# design 1

**Design 1: zoomed window**

Region (106, 108) to (126, 128) um. Cells in grey, sequential cells in the stronger grey; small squares are vias.
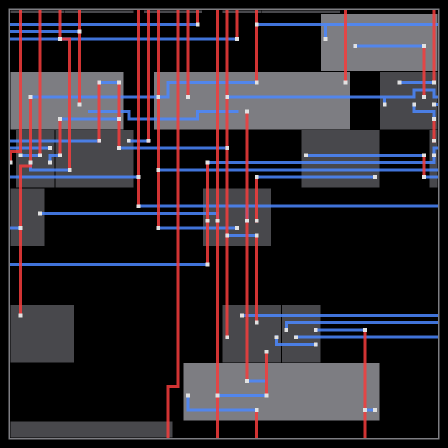
**Design 1: port wiring**

Drawn at 2 px/um.
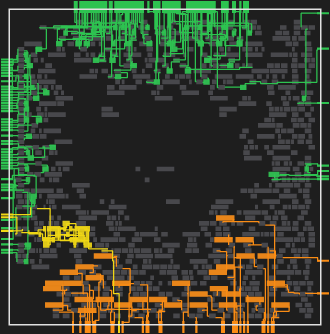
## config.mk

```make
export PLATFORM = sky130hd
export DESIGN_NAME = fp_add_arbiter
export DESIGN_NICKNAME = d
export VERILOG_FILES = /design/src/rtl/fp_add_arb_pkg.sv /design/src/rtl/fp_add_arbiter_rr.sv /design/src/rtl/fp_add_arbiter.sv
export SDC_FILE = /design/constraint.sdc
export NUM_CORES = 1
export LEC_CHECK = 0
export CORE_AREA = 2 2 153 155
export DETAILED_ROUTE_END_ITERATION = 7
export DIE_AREA = 0 0 155 157
export PLACE_DENSITY_LB_ADDON = 0.25
export SLEW_MARGIN = 0
export SYNTH_ARGS = -nofsm -noshare
export SYNTH_HDL_FRONTEND = slang
export SYNTH_HIERARCHICAL = 1
export SYNTH_SLANG_ARGS = --single-unit
```

## constraint.sdc

```tcl
create_clock -name clk -period 7.2 [get_ports clk]
set_input_delay 2.16 -clock clk [delete_from_list [all_inputs] [get_ports clk]]
set_output_delay 2.16 -clock clk [all_outputs]
set_load 0.01 [all_outputs]
```

## src/rtl/fp_add_arb_pkg.sv

```systemverilog
// Shared definitions for the fp_add arbiter slice.
// Holds the floating-point word geometry and the sequencing FSM encoding
// used by fp_add_arbiter.
package fp_add_arb_pkg;

  localparam int FP_W        = 32;
  localparam int FP_SIGN_BIT = 31;

  typedef enum logic [1:0] {
    IDLE = 2'd0,
    EXEC = 2'd1,
    RESP = 2'd2
  } state_t;

endpackage

```

## src/rtl/fp_add_arbiter_rr.sv

```systemverilog
// Purely combinational round-robin grant logic.
// Ports:
//   req   - request vector, one bit per requester
//   ptr   - index of the requester served last; search starts just above it
//   grant - one-hot grant (all zero when no request is present)
//   index - binary index of the granted requester (0 when no grant)
module rr_arbiter #(
  parameter int NUM_REQ = 4,
  parameter int ID_W    = 2
) (
  input  logic [NUM_REQ-1:0] req,
  input  logic [ID_W-1:0]    ptr,
  output logic [NUM_REQ-1:0] grant,
  output logic [ID_W-1:0]    index
);

  logic [NUM_REQ-1:0] upper;
  logic [NUM_REQ-1:0] pick;
  logic               found;

  // Requests strictly above the pointer take priority; if none exist the
  // search wraps around to the lowest asserted request overall.
  always_comb begin
    upper = '0;
    for (int i = 0; i < NUM_REQ; i++) begin
      upper[i] = (ID_W'(i) > ptr);
    end
    pick  = ((req & upper) != '0) ? (req & upper) : req;
    grant = '0;
    index = '0;
    found = 1'b0;
    for (int i = 0; i < NUM_REQ; i++) begin
      if (pick[i] && !found) begin
        grant[i] = 1'b1;
        index    = ID_W'(i);
        found    = 1'b1;
      end
    end
  end

endmodule

```

## src/rtl/fp_add_arbiter.sv

```systemverilog
// Shares one combinational fp_add unit between NUM_REQ requesters.
// A requester is chosen round-robin, its operands are registered onto the
// add_* ports, the adder result is captured one cycle later and returned
// with the requester index over a valid/ready response channel.
// Optional build macro FP_ADD_ARB_SUB_EN adds req_sub: when set for the
// accepted requester, operand B is latched with its sign flipped (A-B).
// Ports:
//   clk, rst            - clock and asynchronous active-high reset
//   req_valid/req_ready - per-requester request handshake (ready one-hot)
//   req_a, req_b        - packed operands, requester i at [32*i +: 32]
//   req_sub             - per-requester subtract select (macro only)
//   add_a, add_b        - registered operands to the external adder
//   add_result          - combinational sum from the external adder
//   rsp_valid/rsp_ready - response handshake
//   rsp_data, rsp_id    - registered sum and owning requester index
module fp_add_arbiter
  import fp_add_arb_pkg::*;
#(
  parameter int NUM_REQ = 4,
  parameter int ID_W    = 2
) (
  input  logic                    clk,
  input  logic                    rst,
  input  logic [NUM_REQ-1:0]      req_valid,
  output logic [NUM_REQ-1:0]      req_ready,
  input  logic [FP_W*NUM_REQ-1:0] req_a,
  input  logic [FP_W*NUM_REQ-1:0] req_b,
`ifdef FP_ADD_ARB_SUB_EN
  input  logic [NUM_REQ-1:0]      req_sub,
`endif
  output logic [FP_W-1:0]         add_a,
  output logic [FP_W-1:0]         add_b,
  input  logic [FP_W-1:0]         add_result,
  output logic                    rsp_valid,
  input  logic                    rsp_ready,
  output logic [FP_W-1:0]         rsp_data,
  output logic [ID_W-1:0]         rsp_id
);

  state_t             state;
  state_t             state_nxt;
  logic [ID_W-1:0]    rr_ptr;
  logic [NUM_REQ-1:0] grant;
  logic [ID_W-1:0]    grant_idx;
  logic               accept;
  logic [FP_W-1:0]    sel_a;
  logic [FP_W-1:0]    sel_b;
  logic [FP_W-1:0]    b_lat;
`ifdef FP_ADD_ARB_SUB_EN
  logic               sel_sub;
`endif

  rr_arbiter #(
    .NUM_REQ (NUM_REQ),
    .ID_W    (ID_W)
  ) u_rr (
    .req   (req_valid),
    .ptr   (rr_ptr),
    .grant (grant),
    .index (grant_idx)
  );

  // The grant only ever contains asserted requests, so gating it with IDLE
  // gives a ready that implies a transfer in the same cycle.
  assign accept    = (state == IDLE) && (req_valid != '0);
  assign req_ready = (state == IDLE) ? grant : '0;

  // Operand mux driven by the one-hot grant; the sign flip for subtraction
  // is applied to every operand class alike, NaN and zero included.
  always_comb begin
    sel_a = '0;
    sel_b = '0;
`ifdef FP_ADD_ARB_SUB_EN
    sel_sub = 1'b0;
`endif
    for (int i = 0; i < NUM_REQ; i++) begin
      if (grant[i]) begin
        sel_a = req_a[i*FP_W +: FP_W];
        sel_b = req_b[i*FP_W +: FP_W];
`ifdef FP_ADD_ARB_SUB_EN
        sel_sub = req_sub[i];
`endif
      end
    end
`ifdef FP_ADD_ARB_SUB_EN
    b_lat = sel_sub ? {~sel_b[FP_SIGN_BIT], sel_b[FP_SIGN_BIT-1:0]} : sel_b;
`else
    b_lat = sel_b;
`endif
  end

  // State register.
  always_ff @(posedge clk or posedge rst) begin
    if (rst) begin
      state <= IDLE;
    end else begin
      state <= state_nxt;
    end
  end

  // Next-state logic: accept, give the adder one cycle, then hold the
  // response until the consumer takes it.
  always_comb begin
    state_nxt = state;
    case (state)
      IDLE:    if (accept) state_nxt = EXEC;
      EXEC:    state_nxt = RESP;
      RESP:    if (rsp_ready) state_nxt = IDLE;
      default: state_nxt = IDLE;
    endcase
  end

  // Datapath registers. add_a/add_b are only reloaded on acceptance so the
  // adder output stays stable while a response is pending.
  always_ff @(posedge clk or posedge rst) begin
    if (rst) begin
      add_a     <= '0;
      add_b     <= '0;
      rsp_data  <= '0;
      rsp_id    <= '0;
      rsp_valid <= 1'b0;
      rr_ptr    <= ID_W'(NUM_REQ - 1);
    end else begin
      case (state)
        IDLE: begin
          if (accept) begin
            add_a  <= sel_a;
            add_b  <= b_lat;
            rsp_id <= grant_idx;
            rr_ptr <= grant_idx;
          end
        end
        EXEC: begin
          rsp_data  <= add_result;
          rsp_valid <= 1'b1;
        end
        RESP: begin
          if (rsp_ready) rsp_valid <= 1'b0;
        end
        default: ;
      endcase
    end
  end

endmodule

```

==> Table 3: Implementation characteristics <==
Summary of implementation characteristics

Parameter                              Value

Final timing
  Final Hold Vio Count    0
  Peak Freq    roughly 160 MHz
  Least setup slack across all paths after layout    approximately 830 ps
  Sum Neg Setup Slack    0 ps
  Final Max-Slew Violation Tally    0
  Final setup vio count    0

Logic synthesis
  Adders+Majority by Area    0%
  Mux area share    between 7 and 8%
  Most frequent cells after synthesis    sky130_fd_sc_hd__dfrtp_1 (101), sky130_fd_sc_hd__o21ai_0 (65), sky130_fd_sc_hd__o22ai_1 (62), sky130_fd_sc_hd__o31ai_1 (62), sky130_fd_sc_hd__a221oi_1 (53)
  Average instance area after synthesis    between 10 and 15 um2
  Yosys top cell by instances    sky130_fd_sc_hd__dfrtp_1
  Share of the synthesized area in the top cell type    45.2%
  Synthesis Warnings    6
  Share of the yosys chip area belonging to registers    between 40% and 50%
  XOR-XNOR Cells, Area Fraction    0%
  Summed instance area of the synthesized netlist    ~5600 um2
  Yosys chip area    about 5600 um2
  Cells taking the most area after synthesis    sky130_fd_sc_hd__dfrtp_1 (45%), sky130_fd_sc_hd__o31ai_1 (8.3%), sky130_fd_sc_hd__a221oi_1 (8.3%)

Setup path
  Arrival time at the worst endpoint    ~4200 ps
  Launch point of the worst path    req_valid[1]
  Slowest cell on crit path    sky130_fd_sc_hd__clkdlybuf4s50_1
  Type of the worst setup path    in2out
  Worst path buffer plus inverter count    3
  Maximum cell stage delay along the critical path    approximately 580 ps
  Setup crit start kind    primary input
  Number of cells on the worst reg-to-reg path    7
  Number of logic stages on the critical path including buffering    7

CTS
  Insertion delay of the later-clocked pin in the worst-skew pair    roughly 350 ps
  CTS sink count    a little over 100
  Hold buffers post-CTS    0
  Post-cts resize count    0
  H-tree levels    3

GRT
  Congestion Overflow GR    0
  First-pass GRT wire length    35300 um
  Number of global-route vias before repair    ~6k
  Met3 usage    roughly 4.8%

Floorplan
  Number of tap cells inserted    ~290
  Total die area    approximately 24000 um2
  Row count    approximately 55

Power
  Clock net power    roughly 0.00050 W
  Power consumed by combinational cells    about 0.0021 W
  Peak supply drop    between 0.0002 and 0.00025 V
  Power density over the cells    approximately 360 nW/um2
  Leakage dissipation    3.70 nW

Run status
  Run status    finished clean

Layout
  Logic share of the area    between 20% and 30%
  Register fraction of the total cell area    26.1%
  Core Util, Final    roughly 44%
  Most common library cell in the layout ignoring fill and taps    sky130_fd_sc_hd__clkdlybuf4s50_1
  Top Registers    add_a (32), add_b (32), rsp_data (32)
  Invs w/o clock    7
  Register area    2580 um2
  Portion of the layout cell area used by clock cells    under 10%
  Sequential cells    103
  Final layout net count    roughly 1.2k

Placed design
  Cell area after placement    between 9000 and 10000 um2
  Total half-perimeter wirelength after legalization and detailed placement    roughly 17000 um

Detailed routing
  Detailed-route vias per instance    between 5 and 6
  Routed wire length per instance    roughly 21 um
  Met3 wirelength from detailed routing    roughly 1800 um

Hold path
  Depth of the worst hold-timing path    1
  Class of the most critical hold timing path    reg2reg
## Picture notes: 'zoomed window' of design 1
red -> metal 2
blue -> metal 1
cells with their middle in the window = 11
most frequent = dfrtp_1 (4)
sequential cells in the window = 4
netlist names of flops here include = add_b (3), add_a (1)

## Picture notes: 'port wiring' of design 1
orange -> rsp_data  # bits 32, direction output, end cells 32, buffers 32, wire 878 um
green -> req_b  # bits 128, direction input, end cells 64, buffers 128, wire 2850 um
yellow -> req_valid  # bits 4, direction input, end cells 24, buffers 4, wire 308 um
Port Buffers: 397
number of placed I/O pins: 398


# design 2

**Design 2: zoomed window**

Region (333, 333) to (353, 353) um. Cells in grey, sequential cells in the stronger grey; small squares are vias.
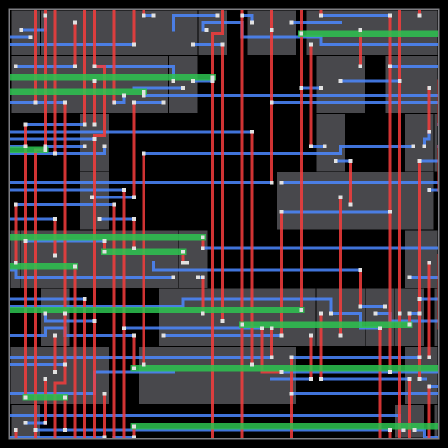
**Design 2: signal wires by layer**

Drawn at 1 px/um. Two of the layers only.
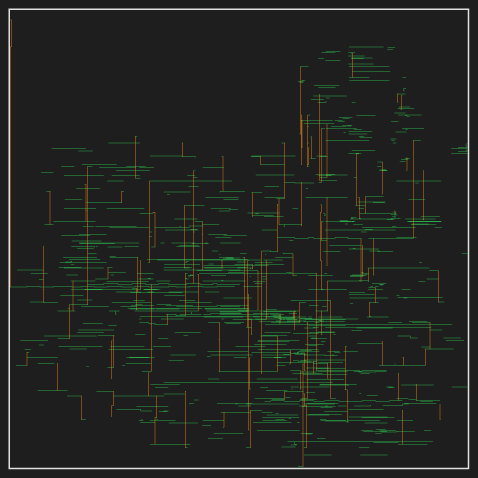
--- config.mk ---
export PLATFORM = sky130hd
export DESIGN_NAME = npu_act_norm
export DESIGN_NICKNAME = d
export VERILOG_FILES = /design/src/rtl/npu_act_norm.sv
export SDC_FILE = /design/constraint.sdc
export NUM_CORES = 2
export LEC_CHECK = 0
export CAP_MARGIN = 20
export CORE_UTILIZATION = 40
export CTS_CLUSTER_SIZE = 30
export DETAILED_ROUTE_END_ITERATION = 7
export SLEW_MARGIN = 15
export SYNTH_ARGS = -nofsm -noshare
export SYNTH_HDL_FRONTEND = slang
export SYNTH_SLANG_ARGS = --single-unit
--- constraint.sdc ---
create_clock -name clk_i -period 8.9 [get_ports clk_i]
set_input_delay 1.78 -clock clk_i [delete_from_list [all_inputs] [get_ports clk_i]]
set_output_delay 1.78 -clock clk_i [all_outputs]
set_load 0.03 [all_outputs]
--- src/rtl/npu_act_norm.sv ---
// npu_act_norm: activation + min-max normalisation stage.
//
// Accepts a ROWS x COLS signed matrix as a row-major valid/ready stream, applies a
// run-time-selected activation (bypass, ReLU, leaky ReLU with 2^-shift slope), buffers
// the activated matrix while tracking min/max, then streams every element out
// normalised to OUT_W unsigned bits:
//   out = min(((a - min) * SCALE + RND) >> FRAC, 2^OUT_W - 1)
//   SCALE = floor(((2^OUT_W - 1) << FRAC) / (max - min)), or 0 when max == min.
// SCALE comes from a restoring divider producing one quotient bit per cycle.
//
// Optional build macro: NPU_ACT_NORM_ROUND_EN -- adds 2^(FRAC-1) before the final
// shift (round half up); without it the result is truncated.
//
// Ports:
//   clk_i, rst_ni        clock (rising edge), asynchronous active-low reset
//   start_i              one-cycle job request, sampled only when idle
//   act_mode_i           00 bypass, 01 ReLU, 10 leaky, 11 bypass (latched at start)
//   leak_shift_i         leaky slope exponent (latched at start)
//   in_valid_i/in_ready_o/in_data_i     input element stream (ready only while loading)
//   out_valid_o/out_ready_i/out_data_o  normalised output stream
//   busy_o               high whenever a job is in progress
//   done_o               one-cycle pulse after the last output handshake
module npu_act_norm #(
  parameter int unsigned ROWS  = 10,
  parameter int unsigned COLS  = 10,
  parameter int unsigned IN_W  = 16,
  parameter int unsigned OUT_W = 8,
  parameter int unsigned FRAC  = 16
) (
  input  logic             clk_i,
  input  logic             rst_ni,
  input  logic             start_i,
  input  logic [1:0]       act_mode_i,
  input  logic [3:0]       leak_shift_i,
  input  logic             in_valid_i,
  output logic             in_ready_o,
  input  logic [IN_W-1:0]  in_data_i,
  output logic             out_valid_o,
  input  logic             out_ready_i,
  output logic [OUT_W-1:0] out_data_o,
  output logic             busy_o,
  output logic             done_o
);

  localparam int unsigned N  = ROWS * COLS;
  localparam int unsigned QW = OUT_W + FRAC;
  localparam int unsigned AW = (N > 1) ? $clog2(N) : 1;
  localparam int unsigned CW = $clog2(N + 1);
  localparam int unsigned DW = (QW > 1) ? $clog2(QW) : 1;
  localparam int unsigned PW = IN_W + QW;

  localparam logic [QW-1:0]    Dividend = {{OUT_W{1'b1}}, {FRAC{1'b0}}};
  localparam logic [OUT_W-1:0] MaxOut   = '1;

`ifdef NPU_ACT_NORM_ROUND_EN
  localparam logic [PW:0] Rnd = (PW + 1)'(1) << (FRAC - 1);
`else
  localparam logic [PW:0] Rnd = '0;
`endif

  typedef enum logic [2:0] {
    StIdle,
    StLoad,
    StDiv,
    StPrime,
    StEmit,
    StDone
  } state_e;

  state_e                 state_q;
  logic [1:0]             mode_q;
  logic [3:0]             shift_q;
  logic [AW-1:0]          in_idx_q;
  logic signed [IN_W-1:0] min_q, max_q;
  logic [QW-1:0]          quo_q;
  logic [IN_W-1:0]        rem_q;
  logic [DW-1:0]          div_cnt_q;
  logic [IN_W-1:0]        rd_q;
  logic [CW-1:0]          rd_idx_q;
  logic                   rd_vld_q;
  logic [AW-1:0]          out_cnt_q;
  logic                   in_ready_q, out_valid_q, busy_q, done_q;
  logic [OUT_W-1:0]       out_data_q;

  logic [IN_W-1:0]        mem_q [N];

  // Activation of the element currently on the input bus.
  logic signed [IN_W-1:0] x_in, act;
  assign x_in = signed'(in_data_i);

  always_comb begin
    act = x_in;
    case (mode_q)
      2'b01:   act = x_in[IN_W-1] ? '0 : x_in;
      2'b10:   act = x_in[IN_W-1] ? (x_in >>> shift_q) : x_in;
      default: act = x_in;
    endcase
  end

  logic wr_en;
  assign wr_en = (state_q == StLoad) && in_valid_i;

  // Element buffer; contents need no reset.
  always_ff @(posedge clk_i) begin
    if (wr_en) begin
      mem_q[in_idx_q] <= act;
    end
  end

  // Range always fits IN_W unsigned bits, so a wrapping subtract is exact.
  logic [IN_W-1:0] range_w;
  assign range_w = max_q - min_q;

  // Restoring division step. The dividend shifts out of quo_q's MSB while quotient bits
  // shift into its LSB. The remainder stays below range_w; when the shifted-in
  // remainder overflows IN_W bits it certainly exceeds range_w.
  logic [IN_W:0]   rem_sh;
  logic            rem_ge;
  logic [IN_W-1:0] rem_nx;
  logic [QW-1:0]   quo_nx;

  assign rem_sh = {rem_q, quo_q[QW-1]};
  assign rem_ge = rem_sh[IN_W] || (rem_sh[IN_W-1:0] >= range_w);
  assign rem_nx = rem_ge ? (rem_sh[IN_W-1:0] - range_w) : rem_sh[IN_W-1:0];
  assign quo_nx = {quo_q[QW-2:0], rem_ge};

  // Normalisation of the buffered element in rd_q; quo_q holds SCALE by now.
  logic [IN_W-1:0]  diff;
  logic [PW:0]      prod, shifted;
  logic [OUT_W-1:0] norm;

  assign diff    = rd_q - min_q;
  assign prod    = (PW + 1)'(diff) * (PW + 1)'(quo_q) + Rnd;
  assign shifted = prod >> FRAC;
  assign norm    = (shifted > (PW + 1)'(MaxOut)) ? MaxOut : shifted[OUT_W-1:0];

  always_ff @(posedge clk_i or negedge rst_ni) begin
    if (!rst_ni) begin
      state_q     <= StIdle;
      mode_q      <= '0;
      shift_q     <= '0;
      in_idx_q    <= '0;
      min_q       <= '0;
      max_q       <= '0;
      quo_q       <= '0;
      rem_q       <= '0;
      div_cnt_q   <= '0;
      rd_q        <= '0;
      rd_idx_q    <= '0;
      rd_vld_q    <= 1'b0;
      out_cnt_q   <= '0;
      in_ready_q  <= 1'b0;
      out_valid_q <= 1'b0;
      out_data_q  <= '0;
      busy_q      <= 1'b0;
      done_q      <= 1'b0;
    end else begin
      unique case (state_q)
        StIdle: begin
          if (start_i) begin
            mode_q     <= act_mode_i;
            shift_q    <= leak_shift_i;
            in_idx_q   <= '0;
            in_ready_q <= 1'b1;
            busy_q     <= 1'b1;
            state_q    <= StLoad;
          end
        end

        StLoad: begin
          if (in_valid_i) begin
            if (in_idx_q == '0 || act < min_q) min_q <= act;
            if (in_idx_q == '0 || act > max_q) max_q <= act;
            if (in_idx_q == AW'(N - 1)) begin
              in_ready_q <= 1'b0;
              quo_q      <= Dividend;
              rem_q      <= '0;
              div_cnt_q  <= '0;
              state_q    <= StDiv;
            end else begin
              in_idx_q <= in_idx_q + 1'b1;
            end
          end
        end

        StDiv: begin
          rem_q     <= rem_nx;
          quo_q     <= quo_nx;
          div_cnt_q <= div_cnt_q + 1'b1;
          if (div_cnt_q == DW'(QW - 1)) begin
            // A flat matrix would otherwise yield an all-ones quotient.
            if (range_w == '0) quo_q <= '0;
            state_q <= StPrime;
          end
        end

        StPrime: begin
          rd_q      <= mem_q[0];
          rd_idx_q  <= CW'(1);
          rd_vld_q  <= 1'b1;
          out_cnt_q <= '0;
          state_q   <= StEmit;
        end

        StEmit: begin
          // Output register is free: refill it from rd_q and prefetch the next element.
          if (!out_valid_q || out_ready_i) begin
            if (rd_vld_q) begin
              out_data_q  <= norm;
              out_valid_q <= 1'b1;
              if (rd_idx_q < CW'(N)) begin
                rd_q     <= mem_q[rd_idx_q[AW-1:0]];
                rd_idx_q <= rd_idx_q + 1'b1;
              end else begin
                rd_vld_q <= 1'b0;
              end
            end else begin
              out_valid_q <= 1'b0;
            end
          end
          if (out_valid_q && out_ready_i) begin
            if (out_cnt_q == AW'(N - 1)) begin
              out_valid_q <= 1'b0;
              done_q      <= 1'b1;
              state_q     <= StDone;
            end else begin
              out_cnt_q <= out_cnt_q + 1'b1;
            end
          end
        end

        StDone: begin
          done_q  <= 1'b0;
          busy_q  <= 1'b0;
          state_q <= StIdle;
        end

        default: state_q <= StIdle;
      endcase
    end
  end

  assign in_ready_o  = in_ready_q;
  assign out_valid_o = out_valid_q;
  assign out_data_o  = out_data_q;
  assign busy_o      = busy_q;
  assign done_o      = done_q;

endmodule

==> Table 3: Implementation characteristics <==
Summary of implementation characteristics

Parameter                              Value

Logic synthesis
  Cells in synth_stat.txt    roughly 5.0k
  Share of the synthesized area in the top cell type    57.9%
  Synthesis Warnings    0
  Count of flip-flops with a built-in enable after synthesis    between 1.5k and 2k
  Predominant post-synthesis flop cell    sky130_fd_sc_hd__edfxtp_1
  Mux area share    ~15%
  Cells taking the most area after synthesis    sky130_fd_sc_hd__edfxtp_1 (58%), sky130_fd_sc_hd__mux4_2 (14%), sky130_fd_sc_hd__fa_1 (7.4%)
  Average instance area after synthesis    about 17 um2
  Synthesis-stage register bit count    between 1.5k and 2k
  Yosys chip area    just over 80000 um2
  XOR-XNOR Cells, Area Fraction    less than 1%

Detailed routing
  DRC errors left    0
  Top metal layer carrying routed signals    met4
  Met1 wire length    roughly 89000 um
  Pre-Repair DR Iteration Count    5

CTS
  Hold buffers post-CTS    0
  Clock root buffer    sky130_fd_sc_hd__clkbuf_16
  Num CTS Buffers    169
  H-tree levels    4

Final timing
  Max-Slew Margin vs Limit    roughly 29%
  Final setup vio count    0
  Peak Freq    about 120 MHz
  Worst-case clock skew    between 30 and 40 ps
  Worst Hold Margin    a little under 500 ps
  Least setup slack across all paths after layout    between 400 and 500 ps
  Sum Neg Setup Slack    0 ps

Layout
  Invs w/o clock    roughly 450
  Top Registers    mem_q (1600), quo_q (24)
  Combinational gate area    around 29000 um2
  Buffer share of cell area    around 2.4%
  Core Util, Final    between 40 and 50%
  Fraction of final layout cells with drive strength greater than 1    approximately a fifth
  Max reg flops    approximately 1.6k
  Logic share of the area    a little under a third

Setup path
  Register-to-register setup slack    410 ps
  RR Endpoint    out_data_o[4]
  Worst path buffer plus inverter count    5
  Launch point of the worst path    rd_q[0]
  CP Max Fanout    8
  Critical path capture point type    flop
  Setup crit start kind    flop

GRT
  Largest net degree at the start of global routing    around 140
  Met2 usage in global routing    a little under a third
  Initial antenna violation count    5

Run status
  Run status    finished clean

Hold path
  Hold Startpoint    min_q[12]
  Hold Crit Endpoint    min_q[12]

Floorplan
  Number of placed I/O pins    39

Placed design
  Port Buffers    38
About 'zoomed window' of design 2:
green -> metal 3
red -> metal 2
blue -> metal 1
sequential cells in the window = 0
cells with their middle in the window = 25
most frequent = inv_1 (8), fa_1 (8), nand2_1 (5)

About 'signal wires by layer' of design 2:
green -> metal 3  # wire length 13400 um
orange -> metal 4  # wire length 4470 um
routed wire length per instance: 25.7 um
total wire length after detailed routing: 205000 um
total vias in the final route: 44.3k
global routing usage summed across all routing layers: 19.8%


# design 3

**Design 3: zoomed window**

Region (287, 139) to (307, 159) um. Cells in grey, sequential cells in the stronger grey; small squares are vias.
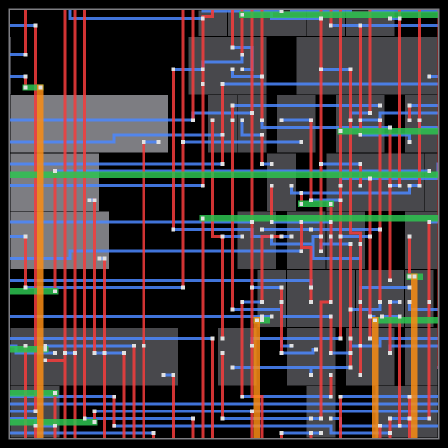
**Design 3: port wiring**

Drawn at 1 px/um.
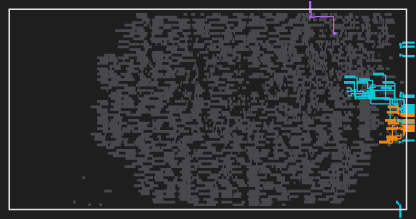
**src/rtl/iap2_challenge_buffer.sv**
```systemverilog
// Captures iAP2 Request Challenge Response bytes, qualifies them against the parser's
// RCR pulse and length, then streams the challenge over a valid/ready byte interface.
module iap2_challenge_buffer #(
    parameter int DEPTH       = 64,
    parameter int AW          = 6,
    parameter int TIMEOUT_CYC = 60000
) (
    input  logic        i_usb_user_clk,
    input  logic        i_rst,
    input  logic [15:0] i_iap2_rx_param_lenth,
    input  logic        i_iap2_rx_param_data_vld,
    input  logic [7:0]  i_iap2_rx_param_data,
    input  logic        i_iap2_rx_rcr,
    input  logic [7:0]  i_iap2_rx_packet_seq,
    input  logic        i_flush,
    output logic        o_chal_pending,
    output logic [15:0] o_chal_len,
    output logic [7:0]  o_chal_seq,
    output logic        o_chal_vld,
    output logic [7:0]  o_chal_data,
    output logic        o_chal_last,
    input  logic        i_chal_rdy,
    output logic        o_chal_done,
    output logic        o_chal_err,
    output logic        o_chal_ovf,
    output logic        o_chal_drop,
    output logic [1:0]  o_dbg_state
);

    // Stream handshake: a byte transfers on a rising clock edge where o_chal_vld && i_chal_rdy;
    // while o_chal_vld is high and i_chal_rdy low, o_chal_data/o_chal_last are held unchanged.

    typedef enum logic [1:0] {
        S_IDLE   = 2'd0,
        S_FILL   = 2'd1,
        S_LOAD   = 2'd2,
        S_STREAM = 2'd3
    } state_t;

    localparam logic [AW:0] CNT_FULL = (AW+1)'(DEPTH);
    localparam logic [15:0] TMO_LAST = 16'(TIMEOUT_CYC - 1);

    state_t          state, state_nxt;
    logic [AW:0]     cnt, cnt_nxt, cnt_upd;
    logic [AW-1:0]   rd_ptr, rd_ptr_inc;
    logic [15:0]     tmo, tmo_nxt;
    logic [15:0]     rd_ptr_ext;
    logic [7:0]      mem [DEPTH];
    logic            wr_en;
    logic [AW-1:0]   wr_addr;
    logic            ovf_nxt, ovf_upd;
    logic            qualify, err_nxt, drop_nxt, finish, hs;

    assign hs          = o_chal_vld && i_chal_rdy;
    assign rd_ptr_inc  = rd_ptr + AW'(1);
    assign rd_ptr_ext  = {{(16-AW){1'b0}}, rd_ptr};
    assign o_chal_last = o_chal_vld && (rd_ptr_ext == o_chal_len - 16'd1);
    assign o_dbg_state = state;

    // A byte arriving with the RCR pulse is counted before qualification.
    assign cnt_upd = (i_iap2_rx_param_data_vld && cnt < CNT_FULL) ? cnt + (AW+1)'(1) : cnt;
    assign ovf_upd = o_chal_ovf || (i_iap2_rx_param_data_vld && cnt == CNT_FULL);

    always_comb begin
        state_nxt = state;
        cnt_nxt   = cnt;
        tmo_nxt   = tmo;
        ovf_nxt   = o_chal_ovf;
        wr_en     = 1'b0;
        wr_addr   = cnt[AW-1:0];
        qualify   = 1'b0;
        err_nxt   = 1'b0;
        drop_nxt  = 1'b0;
        finish    = 1'b0;
        case (state)
            S_IDLE: begin
                if (i_iap2_rx_param_data_vld) begin
                    wr_en     = 1'b1;
                    wr_addr   = '0;
                    cnt_nxt   = (AW+1)'(1);
                    ovf_nxt   = 1'b0;
                    tmo_nxt   = '0;
                    state_nxt = S_FILL;
                end else if (i_iap2_rx_rcr) begin
                    err_nxt = 1'b1;
                end
            end
            S_FILL: begin
                if (i_iap2_rx_param_data_vld) begin
                    tmo_nxt = '0;
                    wr_en   = (cnt < CNT_FULL);
                    cnt_nxt = cnt_upd;
                    ovf_nxt = ovf_upd;
                end
                if (i_iap2_rx_rcr) begin
                    if (i_iap2_rx_param_lenth == {{(15-AW){1'b0}}, cnt_upd} && !ovf_upd &&
                        cnt_upd != '0) begin
                        qualify   = 1'b1;
                        state_nxt = S_LOAD;
                    end else begin
                        err_nxt   = 1'b1;
                        cnt_nxt   = '0;
                        state_nxt = S_IDLE;
                    end
                end else if (!i_iap2_rx_param_data_vld) begin
                    if (tmo == TMO_LAST) begin
                        err_nxt   = 1'b1;
                        cnt_nxt   = '0;
                        tmo_nxt   = '0;
                        state_nxt = S_IDLE;
                    end else begin
                        tmo_nxt = tmo + 16'd1;
                    end
                end
            end
            S_LOAD: begin
                drop_nxt  = i_iap2_rx_param_data_vld;
                state_nxt = S_STREAM;
            end
            S_STREAM: begin
                drop_nxt = i_iap2_rx_param_data_vld;
                if (hs && o_chal_last) begin
                    finish    = 1'b1;
                    cnt_nxt   = '0;
                    state_nxt = S_IDLE;
                end
            end
            default: state_nxt = S_IDLE;
        endcase
    end

    always_ff @(posedge i_usb_user_clk) begin
        if (wr_en && !i_rst && !i_flush) begin
            mem[wr_addr] <= i_iap2_rx_param_data;
        end
    end

    always_ff @(posedge i_usb_user_clk) begin
        if (i_rst || i_flush) begin
            state          <= S_IDLE;
            cnt            <= '0;
            rd_ptr         <= '0;
            tmo            <= '0;
            o_chal_pending <= 1'b0;
            o_chal_vld     <= 1'b0;
            o_chal_data    <= '0;
            o_chal_done    <= 1'b0;
            o_chal_err     <= 1'b0;
            o_chal_ovf     <= 1'b0;
            o_chal_drop    <= 1'b0;
            if (i_rst) begin
                o_chal_len <= '0;
                o_chal_seq <= '0;
            end
        end else begin
            state       <= state_nxt;
            cnt         <= cnt_nxt;
            tmo         <= tmo_nxt;
            o_chal_ovf  <= ovf_nxt;
            o_chal_err  <= err_nxt;
            o_chal_drop <= drop_nxt;
            o_chal_done <= finish;
            if (qualify) begin
                o_chal_len     <= {{(15-AW){1'b0}}, cnt_upd};
                o_chal_seq     <= i_iap2_rx_packet_seq;
                o_chal_pending <= 1'b1;
                rd_ptr         <= '0;
            end
            if (state == S_LOAD) begin
                o_chal_data <= mem[rd_ptr];
                o_chal_vld  <= 1'b1;
            end
            // Prefetch the following byte on each accepted non-last byte for 1 byte/cycle.
            if (state == S_STREAM && hs) begin
                if (o_chal_last) begin
                    o_chal_vld     <= 1'b0;
                    o_chal_pending <= 1'b0;
                end else begin
                    rd_ptr      <= rd_ptr_inc;
                    o_chal_data <= mem[rd_ptr_inc];
                end
            end
        end
    end

endmodule
```
**config.mk**
```make
export PLATFORM = sky130hd
export DESIGN_NAME = iap2_challenge_buffer
export DESIGN_NICKNAME = d
export VERILOG_FILES = /design/src/rtl/iap2_challenge_buffer.sv
export SDC_FILE = /design/constraint.sdc
export NUM_CORES = 1
export LEC_CHECK = 0
export CAP_MARGIN = 20
export CORE_ASPECT_RATIO = 0.5
export CORE_UTILIZATION = 36
export DETAILED_ROUTE_END_ITERATION = 8
export GPL_TIMING_DRIVEN = 0
export SLEW_MARGIN = 20
export SYNTH_ARGS = -nofsm -noshare
export SYNTH_HDL_FRONTEND = slang
export SYNTH_SLANG_ARGS = --single-unit
export TNS_END_PERCENT = 20
```
**constraint.sdc**
```tcl
create_clock -name i_usb_user_clk -period 3.98 [get_ports i_usb_user_clk]
set_input_delay 0.597 -clock i_usb_user_clk [delete_from_list [all_inputs] [get_ports i_usb_user_clk]]
set_output_delay 0.597 -clock i_usb_user_clk [all_outputs]
set_load 0.05 [all_outputs]
```
==> Table 3: Implementation characteristics <==
Summary of implementation characteristics

Parameter                              Value

Floorplan
  Core Util at FP    36.8%

Logic synthesis
  Yosys chip area    27900 um2
  Area fraction in compound gates after synthesis    under 10%
  Count of unique library cells instantiated by Yosys    a little under 80
  Simple-gate area share of the yosys netlist    approximately 8%
  Cells taking the most area after synthesis    sky130_fd_sc_hd__edfxtp_1 (57%), sky130_fd_sc_hd__mux4_2 (19%), sky130_fd_sc_hd__dfxtp_1 (3.2%)
  Post-synthesis cell type with the largest combined area    sky130_fd_sc_hd__edfxtp_1
  Summed instance area of the synthesized netlist    ~28000 um2
  Predominant post-synthesis flop cell    sky130_fd_sc_hd__edfxtp_1
  XOR-XNOR Cells, Area Fraction    0.659%
  Most frequent cells after synthesis    sky130_fd_sc_hd__edfxtp_1 (527), sky130_fd_sc_hd__mux4_2 (237), sky130_fd_sc_hd__nor2_1 (132), sky130_fd_sc_hd__nand2_1 (127), sky130_fd_sc_hd__mux2i_1 (76)
  Average instance area after synthesis    15.8 um2

CTS
  H-tree levels    2
  CTS sink count    roughly 570

Final timing
  Final setup vio count    5
  Worst-case clock skew    between 20 and 25 ps
  Peak Freq    243 MHz
  Unrepaired setup endpoints after global routing    true
  Final Hold Vio Count    0
  Least setup slack across all paths after layout    -141 ps

GRT
  Number of global-route vias before repair    around 18k
  Met3 usage    between 6 and 7%
  Global route hottest layer    met2
  Congestion Overflow GR    0

Setup path
  Worst path buffer plus inverter count    4
  CP Max Fanout    10
  Register-to-register setup slack    -140 ps
  Ordered cell list for the critical path    buf_4 > buf_2 > clkbuf_1 > buf_2 > mux2i_1 > nor2_1 > a21oi_1 > o211ai_1 > nand3_1 > a32oi_1

Layout
  Top Registers    mem (512), tmo (16)
  Top cell class by occupied area    sequential cells
  Core Util, Final    between 40% and 50%
  Logic share of the area    approximately a third
  Fraction of final layout cells with drive strength greater than 1    25.2%
  Register with the most flip-flops    mem
  Number of fillers in the final layout    slightly below 7k

Power
  Part of the power in registers    about 54%
  Leading power group    registers
  Net switching fraction of the power    22.0%
  Part of the total power dissipated in combinational logic    approximately 2.8%
  Seq. pwr    about 0.0066 W

Run status
  Run status    complete, but fails checks
  Violations in the final reports    negative setup slack

Placed design
  DP Worst Slack    -921 ps
  Final GP Congestion    0.976

Detailed routing
  Met3 wirelength from detailed routing    roughly 11000 um
  Routed wire length per instance    32.0 um

Hold path
  Hold Startpoint    i_iap2_rx_param_data[4]
## Picture notes: 'zoomed window' of design 3
red -> metal 2
green -> metal 3
blue -> metal 1
orange -> metal 4
netlist names of flops here include = mem (1)
cells with their middle in the window = 23
most frequent = nor2_1 (4)
sequential cells in the window = 1

## Picture notes: 'port wiring' of design 3
cyan -> o_chal_len  # bits 16, direction output, end cells 16, buffers 16, wire 671 um
purple -> i_iap2_rx_rcr  # bits 1, direction input, end cells 3, buffers 1, wire 50.2 um
orange -> o_chal_seq  # bits 8, direction output, end cells 8, buffers 8, wire 99.2 um
number of placed I/O pins: 79
Port Buffers: 69



==> screenshots <==
Clock routing.
shot_01.png
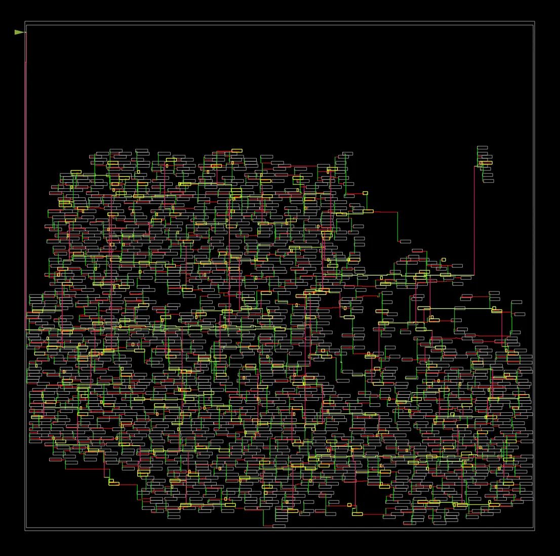
shot_02.png
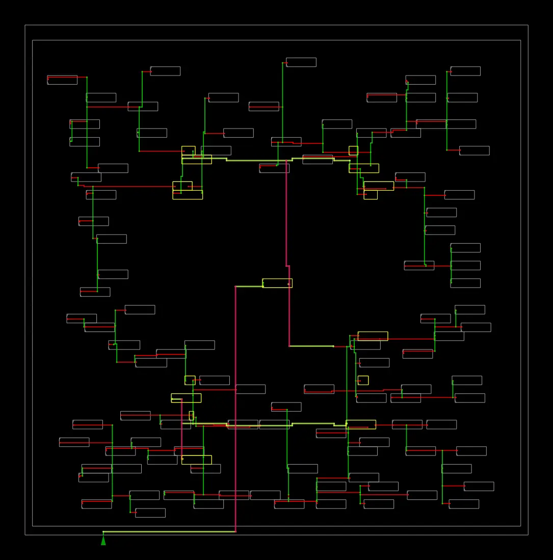
shot_03.png
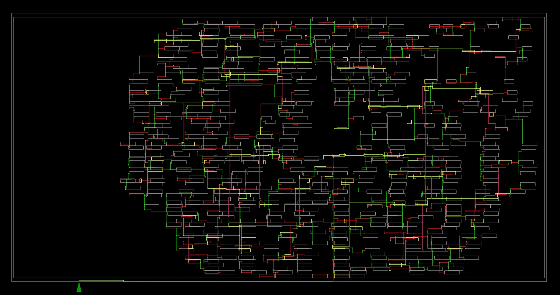
The one with the fewest clock buffers is shot_02.png.
The one with the most clock buffers is shot_01.png.
| picture | from |
|---|---|
| shot_02.png | design 1 |
| shot_03.png | design 3 |
| shot_01.png | design 2 |

Power figures rest on the tool's default switching activity, not on a simulated workload.
